# ---- design 1 ----
`src/rtl/semafor_numarator.sv`:
```
// Traffic-light phase sequencer with per-phase seconds countdown.
// Pedestrian request latches and cuts the green phase short.
module semafor_numarator #(
  parameter int latime     = 6,
  parameter int sec_verde  = 10,
  parameter int sec_galben = 3,
  parameter int sec_rosu   = 12,
  parameter int sec_min    = 2
) (
  input  logic              clk_i,
  input  logic              reset_i,
  input  logic              enable,
  input  logic              puls_1_sec,
  input  logic              cerere_pieton,
  output logic [latime-1:0] secunde,
  output logic [2:0]        lumini,
  output logic [1:0]        stare,
  output logic              schimbare_faza,
  output logic              cerere_activa
);

  typedef enum logic [1:0] {
    VERDE  = 2'b00,
    GALBEN = 2'b01,
    ROSU   = 2'b10
  } faza_t;

  localparam logic [latime-1:0] LD_V = latime'(sec_verde - 1);
  localparam logic [latime-1:0] LD_G = latime'(sec_galben - 1);
  localparam logic [latime-1:0] LD_R = latime'(sec_rosu - 1);
  localparam logic [latime-1:0] SMIN = latime'(sec_min);
  localparam logic [latime-1:0] ONE  = latime'(1);

  faza_t             st_q, st_d;
  logic [latime-1:0] sec_q, sec_d;
  logic [2:0]        lum_q, lum_d;
  logic              req_q, req_d;
  logic              chg_q, chg_d;
  logic              tick, zero, cerere;

  always_ff @(posedge clk_i) begin
    if (reset_i) begin
      st_q  <= ROSU;
      sec_q <= LD_R;
      lum_q <= 3'b100;
      req_q <= 1'b0;
      chg_q <= 1'b0;
    end else begin
      st_q  <= st_d;
      sec_q <= sec_d;
      lum_q <= lum_d;
      req_q <= req_d;
      chg_q <= chg_d;
    end
  end

  always_comb begin
    tick   = enable & puls_1_sec;
    zero   = (sec_q == '0);
    cerere = req_q | cerere_pieton;
    st_d   = st_q;
    sec_d  = sec_q;
    chg_d  = 1'b0;
    req_d  = cerere;
    if (tick) begin
      if (zero) begin
        chg_d = 1'b1;
        unique case (st_q)
          VERDE: begin
            st_d  = GALBEN;
            sec_d = LD_G;
          end
          GALBEN: begin
            st_d  = ROSU;
            sec_d = LD_R;
            // entering red serves the request; wins over a new one
            req_d = 1'b0;
          end
          default: begin
            st_d  = VERDE;
            sec_d = LD_V;
          end
        endcase
      end else if (st_q == VERDE && cerere && sec_q > SMIN) begin
        sec_d = SMIN;
      end else begin
        sec_d = sec_q - ONE;
      end
    end
    unique case (1'b1)
      st_d == VERDE:  lum_d = 3'b001;
      st_d == GALBEN: lum_d = 3'b010;
      default:        lum_d = 3'b100;
    endcase
  end

  always_comb begin
    stare          = st_q;
    secunde        = sec_q;
    lumini         = lum_q;
    cerere_activa  = req_q;
    schimbare_faza = chg_q;
  end

endmodule
```
`config.mk`:
```
export PLATFORM = sky130hd
export DESIGN_NAME = semafor_numarator
export DESIGN_NICKNAME = d
export VERILOG_FILES = /design/src/rtl/semafor_numarator.sv
export SDC_FILE = /design/constraint.sdc
export NUM_CORES = 1
export LEC_CHECK = 0
export ABC_AREA = 1
export CELL_PAD_IN_SITES_DETAIL_PLACEMENT = 0
export CELL_PAD_IN_SITES_GLOBAL_PLACEMENT = 1
export CORE_ASPECT_RATIO = 1.25
export CORE_MARGIN = 8
export CORE_UTILIZATION = 35
export CTS_CLUSTER_SIZE = 10
export DETAILED_ROUTE_END_ITERATION = 7
export PLACE_DENSITY = 0.77
export SYNTH_ARGS = -nofsm -noshare
export SYNTH_HDL_FRONTEND = slang
export SYNTH_SLANG_ARGS = --single-unit
```
`constraint.sdc`:
```
create_clock -name clk_i -period 2.1 [get_ports clk_i]
set_input_delay 0.315 -clock clk_i [delete_from_list [all_inputs] [get_ports clk_i]]
set_output_delay 0.315 -clock clk_i [all_outputs]
set_load 0.05 [all_outputs]
```
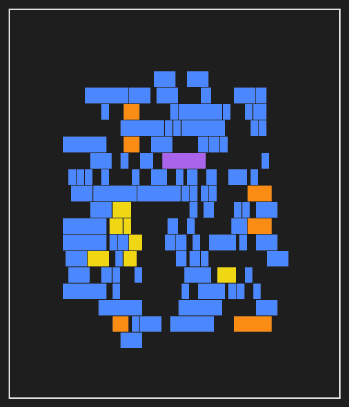
(design_1/drive_strength.png)
Scale: 6 px per um.
- drive 1 or less: blue (cells 92; most used nand2_1)
- drive 6 and up: purple (cells 1; most used nor2_8)
- drive 3 to 4: orange (cells 6; most used clkbuf_4)
- drive 2: yellow (cells 7)
layout overhead on the synthesized area: 33.33%
final instance area: 880.8 um2
number of buffers other than clock buffers in the final layout: 17
crit path setup slack, layout: 0.1838 ns

==> design notes <==
Post-CTS repair ended up resizing 0 cells. The number of synthesis warnings came out at 0. Measured on the finished design, the core utilization comes to 49.89%.

Counting every net in the synthesized netlist gives 93. The tools report the number of buffers inserted by post-CTS setup repair as 0. The worst path in the final design needs a cycle of 1.916 ns, including I/O delays and setup. The first global-routing pass estimated 2594 um of wire.

Each instance of the synthesized netlist takes up on average 7.772 um2. The tools report the number of placed cells counting well taps as 121. The routed design uses 95 um of met3 wire. The OpenROAD report gives the critical path a data arrival time of 1.60 ns. In this run the static leakage power is 0.0004130 uW.

With the number of levels in the clock H-tree at 1, the number of buffers added to fix hold violations after cts is 0. After filler insertion, the fill cell instance count of the layout stands at 199. Counting every instance in the synthesized netlist gives 85. The dominant non-sequential cell family after synthesis is simple AND/OR/NAND/NOR gates. Per the layout area report, the register area comes to 260.3 um2. The run finished with clean final reports. Count of library flops with an enable pin: 0. The worst path uses 91.25% of the clock period.

In the post-synthesis netlist, the cell with the most instances is sky130_fd_sc_hd__nand2_1. Overall routing resource usage recorded by global route was 9.441%. In this run the critical path is formed by clkdlybuf4s50_1. Yosys stat counts 85 cells in the synthesized netlist.

By area the synthesized netlist is led by sky130_fd_sc_hd__dfxtp_1 39%, sky130_fd_sc_hd__nand2_1 11%, sky130_fd_sc_hd__nor2_1 6.3%. Summing every instance area after synthesis gives 660.6 um2. In the final routing, the length of wire on met1 measures 586 um. The via count is 591. The clock network consumes a total of 149 uW. With the transition at the pin with the smallest max-transition slack at 0.5077 ns, the number of routed nets with antenna violations is 0. The run gives 854.6 um2 for the post-placement cell area.

The worst pin sits at a relative slew slack of 66.04%. The cell family contributing the most delay on the critical path is buffers and inverters. The net total in the final layout is 115.

Leaving out fill and tap cells, the most frequent cell in the layout is sky130_fd_sc_hd__nand2_1. The run gives 18 for the number of I/O pins. From bottom edge to top edge, the die measures 64.58 um.

In the global route stage, met1 resource usage came out at 9.580%. The reported max-cap violation count is 0, and the clock-pin slew on the worst setup and hold paths is 0.07 ns.
-- cell type report --
| type | count | share of cell area (%) |
|---|---|---|
| Multi-Input combinational cell | 62 | 41.19 |
| Sequential cell | 13 | 29.55 |
| Timing Repair Buffer | 17 | 19.32 |
| Inverter | 10 | 4.261 |
| Clock buffer | 4 | 2.983 |
| Tap cell | 19 | 2.699 |
-- final timing paths --
kind,startpoint,to,cells after the start
min,cerere_activa,cerere_activa,2
min reg2reg,cerere_activa,cerere_activa,2
max,secunde[3],secunde[3],1
max reg2reg,secunde[0],lumini[1],7

# ---- design 2 ----
==> design_2/zoom.png <==
Window x 7 to 32, y 46 to 71 um. Cells in gray, sequential cells in the stronger gray; small squares are vias.
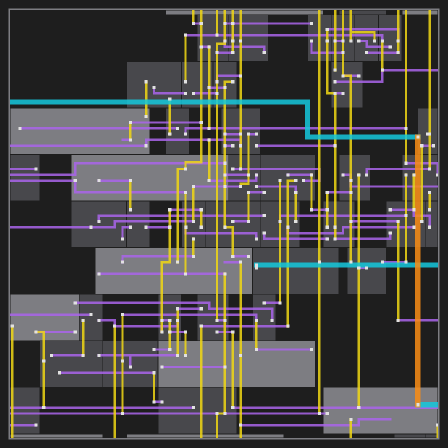
`src/rtl/rotation_tracker.sv`:
```
// rotation_tracker: classifies the rotator's one-hot code stream into
// clockwise / counter-clockwise steps, counts full turns per direction and
// keeps a sticky error status for illegal codes.
//
// state   | meaning
// --------+-------------------------------------------------------------
// S_IDLE  | no reference code yet; waiting for the first legal code
// S_TRACK | reference held in r_prev; each legal code is a step or hold
// S_FAULT | illegal code seen; samples ignored until reset or clear
module rotation_tracker #(
  parameter int CNT_W = 8
) (
  input  logic             clock,
  input  logic             reset,
  input  logic             clear,
  input  logic [2:0]       z_in,
  input  logic             z_valid,
  output logic             step_cw,
  output logic             step_ccw,
  output logic             turn_pulse,
  output logic [CNT_W-1:0] cw_turns,
  output logic [CNT_W-1:0] ccw_turns,
  output logic             err,
  output logic [CNT_W-1:0] err_count,
  output logic             tracking
);

  typedef enum logic [1:0] {S_IDLE, S_TRACK, S_FAULT} state_t;

  localparam logic [CNT_W-1:0] C_MAX = {CNT_W{1'b1}};

  state_t           r_state;
  logic [1:0]       r_prev;
  logic [1:0]       r_cw_ph;
  logic [1:0]       r_ccw_ph;
  logic             r_step_cw;
  logic             r_step_ccw;
  logic             r_turn;
  logic [CNT_W-1:0] r_cw_turns;
  logic [CNT_W-1:0] r_ccw_turns;
  logic             r_err;
  logic [CNT_W-1:0] r_err_count;
  logic             r_tracking;

  logic       w_legal;
  logic       w_idle;
  logic [1:0] w_idx;
  logic [1:0] w_prev_inc;
  logic       w_is_cw;
  logic       w_is_ccw;

  // Decode the incoming code and classify it against the stored reference.
  always_comb begin
    w_legal = 1'b0;
    w_idle  = 1'b0;
    w_idx   = 2'd0;
    case (z_in)
      3'b110:  begin w_legal = 1'b1; w_idx = 2'd0; end
      3'b111:  begin w_legal = 1'b1; w_idx = 2'd1; end
      3'b101:  begin w_legal = 1'b1; w_idx = 2'd2; end
      3'b000:  w_idle = 1'b1;
      default: ;
    endcase
    w_prev_inc = (r_prev == 2'd2) ? 2'd0 : r_prev + 2'd1;
    w_is_cw    = w_legal && (w_idx == w_prev_inc);
    w_is_ccw   = w_legal && (w_idx != r_prev) && !w_is_cw;
  end

  // FSM, phase tracking, saturating counters and one-cycle pulses.
  always_ff @(posedge clock or posedge reset) begin
    if (reset) begin
      r_state     <= S_IDLE;
      r_prev      <= 2'd0;
      r_cw_ph     <= 2'd0;
      r_ccw_ph    <= 2'd0;
      r_step_cw   <= 1'b0;
      r_step_ccw  <= 1'b0;
      r_turn      <= 1'b0;
      r_cw_turns  <= '0;
      r_ccw_turns <= '0;
      r_err       <= 1'b0;
      r_err_count <= '0;
      r_tracking  <= 1'b0;
    end else begin
      r_step_cw  <= 1'b0;
      r_step_ccw <= 1'b0;
      r_turn     <= 1'b0;
      if (clear) begin
        r_state     <= S_IDLE;
        r_prev      <= 2'd0;
        r_cw_ph     <= 2'd0;
        r_ccw_ph    <= 2'd0;
        r_cw_turns  <= '0;
        r_ccw_turns <= '0;
        r_err       <= 1'b0;
        r_err_count <= '0;
        r_tracking  <= 1'b0;
      end else if (z_valid) begin
        case (r_state)
          S_IDLE: begin
            if (w_legal) begin
              r_prev     <= w_idx;
              r_state    <= S_TRACK;
              r_tracking <= 1'b1;
            end else if (!w_idle) begin
              r_state <= S_FAULT;
              r_err   <= 1'b1;
              if (r_err_count != C_MAX) r_err_count <= r_err_count + CNT_W'(1);
            end
          end
          S_TRACK: begin
            if (w_legal) begin
              r_prev <= w_idx;
              if (w_is_cw) begin
                r_step_cw <= 1'b1;
                r_ccw_ph  <= 2'd0;
                if (r_cw_ph == 2'd2) begin
                  r_cw_ph <= 2'd0;
                  r_turn  <= 1'b1;
                  if (r_cw_turns != C_MAX) r_cw_turns <= r_cw_turns + CNT_W'(1);
                end else begin
                  r_cw_ph <= r_cw_ph + 2'd1;
                end
              end else if (w_is_ccw) begin
                r_step_ccw <= 1'b1;
                r_cw_ph    <= 2'd0;
                if (r_ccw_ph == 2'd2) begin
                  r_ccw_ph <= 2'd0;
                  r_turn   <= 1'b1;
                  if (r_ccw_turns != C_MAX) r_ccw_turns <= r_ccw_turns + CNT_W'(1);
                end else begin
                  r_ccw_ph <= r_ccw_ph + 2'd1;
                end
              end
            end else if (w_idle) begin
              r_state    <= S_IDLE;
              r_tracking <= 1'b0;
              r_cw_ph    <= 2'd0;
              r_ccw_ph   <= 2'd0;
            end else begin
              r_state    <= S_FAULT;
              r_tracking <= 1'b0;
              r_err      <= 1'b1;
              if (r_err_count != C_MAX) r_err_count <= r_err_count + CNT_W'(1);
            end
          end
          S_FAULT: ;
          default: begin
            r_state    <= S_IDLE;
            r_tracking <= 1'b0;
          end
        endcase
      end
    end
  end

  assign step_cw    = r_step_cw;
  assign step_ccw   = r_step_ccw;
  assign turn_pulse = r_turn;
  assign cw_turns   = r_cw_turns;
  assign ccw_turns  = r_ccw_turns;
  assign err        = r_err;
  assign err_count  = r_err_count;
  assign tracking   = r_tracking;

endmodule

```
`config.mk`:
```
export PLATFORM = sky130hd
export DESIGN_NAME = rotation_tracker
export DESIGN_NICKNAME = d
export VERILOG_FILES = /design/src/rtl/rotation_tracker.sv
export SDC_FILE = /design/constraint.sdc
export NUM_CORES = 1
export LEC_CHECK = 0
export CORE_UTILIZATION = 35
export DETAILED_ROUTE_END_ITERATION = 12
export HOLD_SLACK_MARGIN = 0.15
export PLACE_DENSITY = 0.53
export SYNTH_ARGS = -nofsm -noshare
export SYNTH_HDL_FRONTEND = slang
export SYNTH_SLANG_ARGS = --single-unit
```
`constraint.sdc`:
```
create_clock -name clock -period 2.4 [get_ports clock]
set_input_delay 0.36 -clock clock [delete_from_list [all_inputs] [get_ports clock]]
set_output_delay 0.36 -clock clock [all_outputs]
set_load 0.02 [all_outputs]
```
==> design notes <==
The flow ran to the end, and the final reports show no timing, DRC or antenna violations. The run gives 456.1 MHz for the achievable frequency. Subtracting the final worst setup slack from the clock period gives 2.193 ns. Sequential cells burn 53.4% of the power. The count of input and output buffers was 35. The clock-pin slew on the worst setup and hold paths is 0.08 ns, and the cell-internal power is 886.9 uW. The number of levels in the clock H-tree came out at 2.

By area, logic gates come first. Per the gpl log, the routability congestion estimate is 0.7522. The placed instances occupy a cell area of 2575 um2. Power attributed to sequential cells: 643 uW.

TritonCTS built the clock tree. The number of instances in the synthesized netlist is 223, and the post-CTS resize count is 0. The mean post-synth cell area is 9.179 um2, and the final tally of max-slew violations is 0. The global routing report lists combined usage of all routing layers as 17.52%. The tools report the number of clock buffer instances in the layout as 6.

Setup repair after global routing left no endpoint under its margin. The tools report the portion of total power attributed to the clock network as 36.1%. The cell type of the slowest stage on the worst timing path was sky130_fd_sc_hd__clkdlybuf4s50_1. The detailed router reports a met2 wire length of 2135 um.

Among all stages on the critical path, the maximum delay recorded is 0.66 ns. The layout report lists the combined flip-flop and latch area as 925.9 um2. The script extracted a net switching power of 318.2 uW.

Nets still carrying antenna violations after routing amount to 0. The tools report the clock latency on the worst-skew pair as 0.29 ns. Leaving out filler cells and counting taps, the final layout contains 346. The synthesized netlist was found by Yosys to have 223 cells.

The final worst hold slack is 0.4710 ns, and the area added between synthesis and finish is 29.83%. The library cell used most frequently in the layout, excluding fill and tap cells, is sky130_fd_sc_hd__dfrtp_1. The final period utilization came out at 91.36%.

In this run the register-to-register setup slack is 0.33 ns. The post-synthesis sequential area ratio was 45.23%; the buffer levels on the longest clock path was 2. The number of hold-slack violations in the final timing report came out at 0. By instance count after routing, the leading logic cell types are 37 x sky130_fd_sc_hd__dfrtp_1, 35 x sky130_fd_sc_hd__clkdlybuf4s50_1, 24 x sky130_fd_sc_hd__nor2_1. In this run, the combinational gates consume 10.6% of the power.

The number of I/O pins is 36.
## Picture notes: design_2/zoom.png
- met3: cyan
- met2: yellow
- met4: orange
- met1: purple
- sequential cells in the window: 5
- cells with their middle in the window: 39
- most frequent: nor2_1 (9), dfrtp_1 (5), xnor2_1 (4)
- netlist names of flops here include: err_count (4), r_state (1)

[kinds of logic (layout without fill, tap and decap cells)]
kind of cell               Yosys count  count (layout)  share of synthesized area (%)
DFF                                 37              37                          45.23
AOI/OAI and AO/OA                   47              47                          15.16
adders and majority gates            3               3                          1.834
buffers and inverters               18              69                          3.790
xor gates and xnor gates            11              11                          4.707
muxes                                4               4                          2.078
and+or+nand+nor                    103             103                          27.20
[worst max-delay path: cells and delay by family]
kind | cells | cell delay (ns)
XOR/XNOR | 1 | 0.18
AND/OR/NAND/NOR | 2 | 0.97
AND-OR/OR-AND | 2 | 0.25
buffers and inverters | 1 | 0.66


==> layout pictures side by side <==
Cells colored by class.
panel A
Scale: 6 px per um.
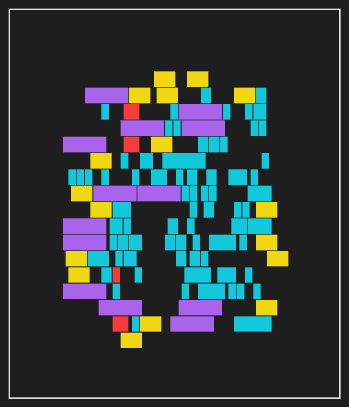
panel B
Scale: 4 px per um.
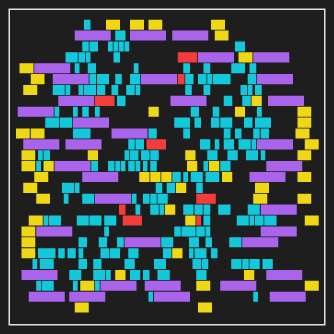
design 1: panel A
design 2: panel B
Of these, most cells: panel B
Of these, most sequential cells: panel B

Key to panel B:
- clock drivers and dummy loads: red (cells 8)
- flip-flops: purple (cells 37)
- all other logic: cyan (cells 176)
- other buffers and delay cells: yellow (cells 53)

Power is estimated from default activity; no workload was simulated.
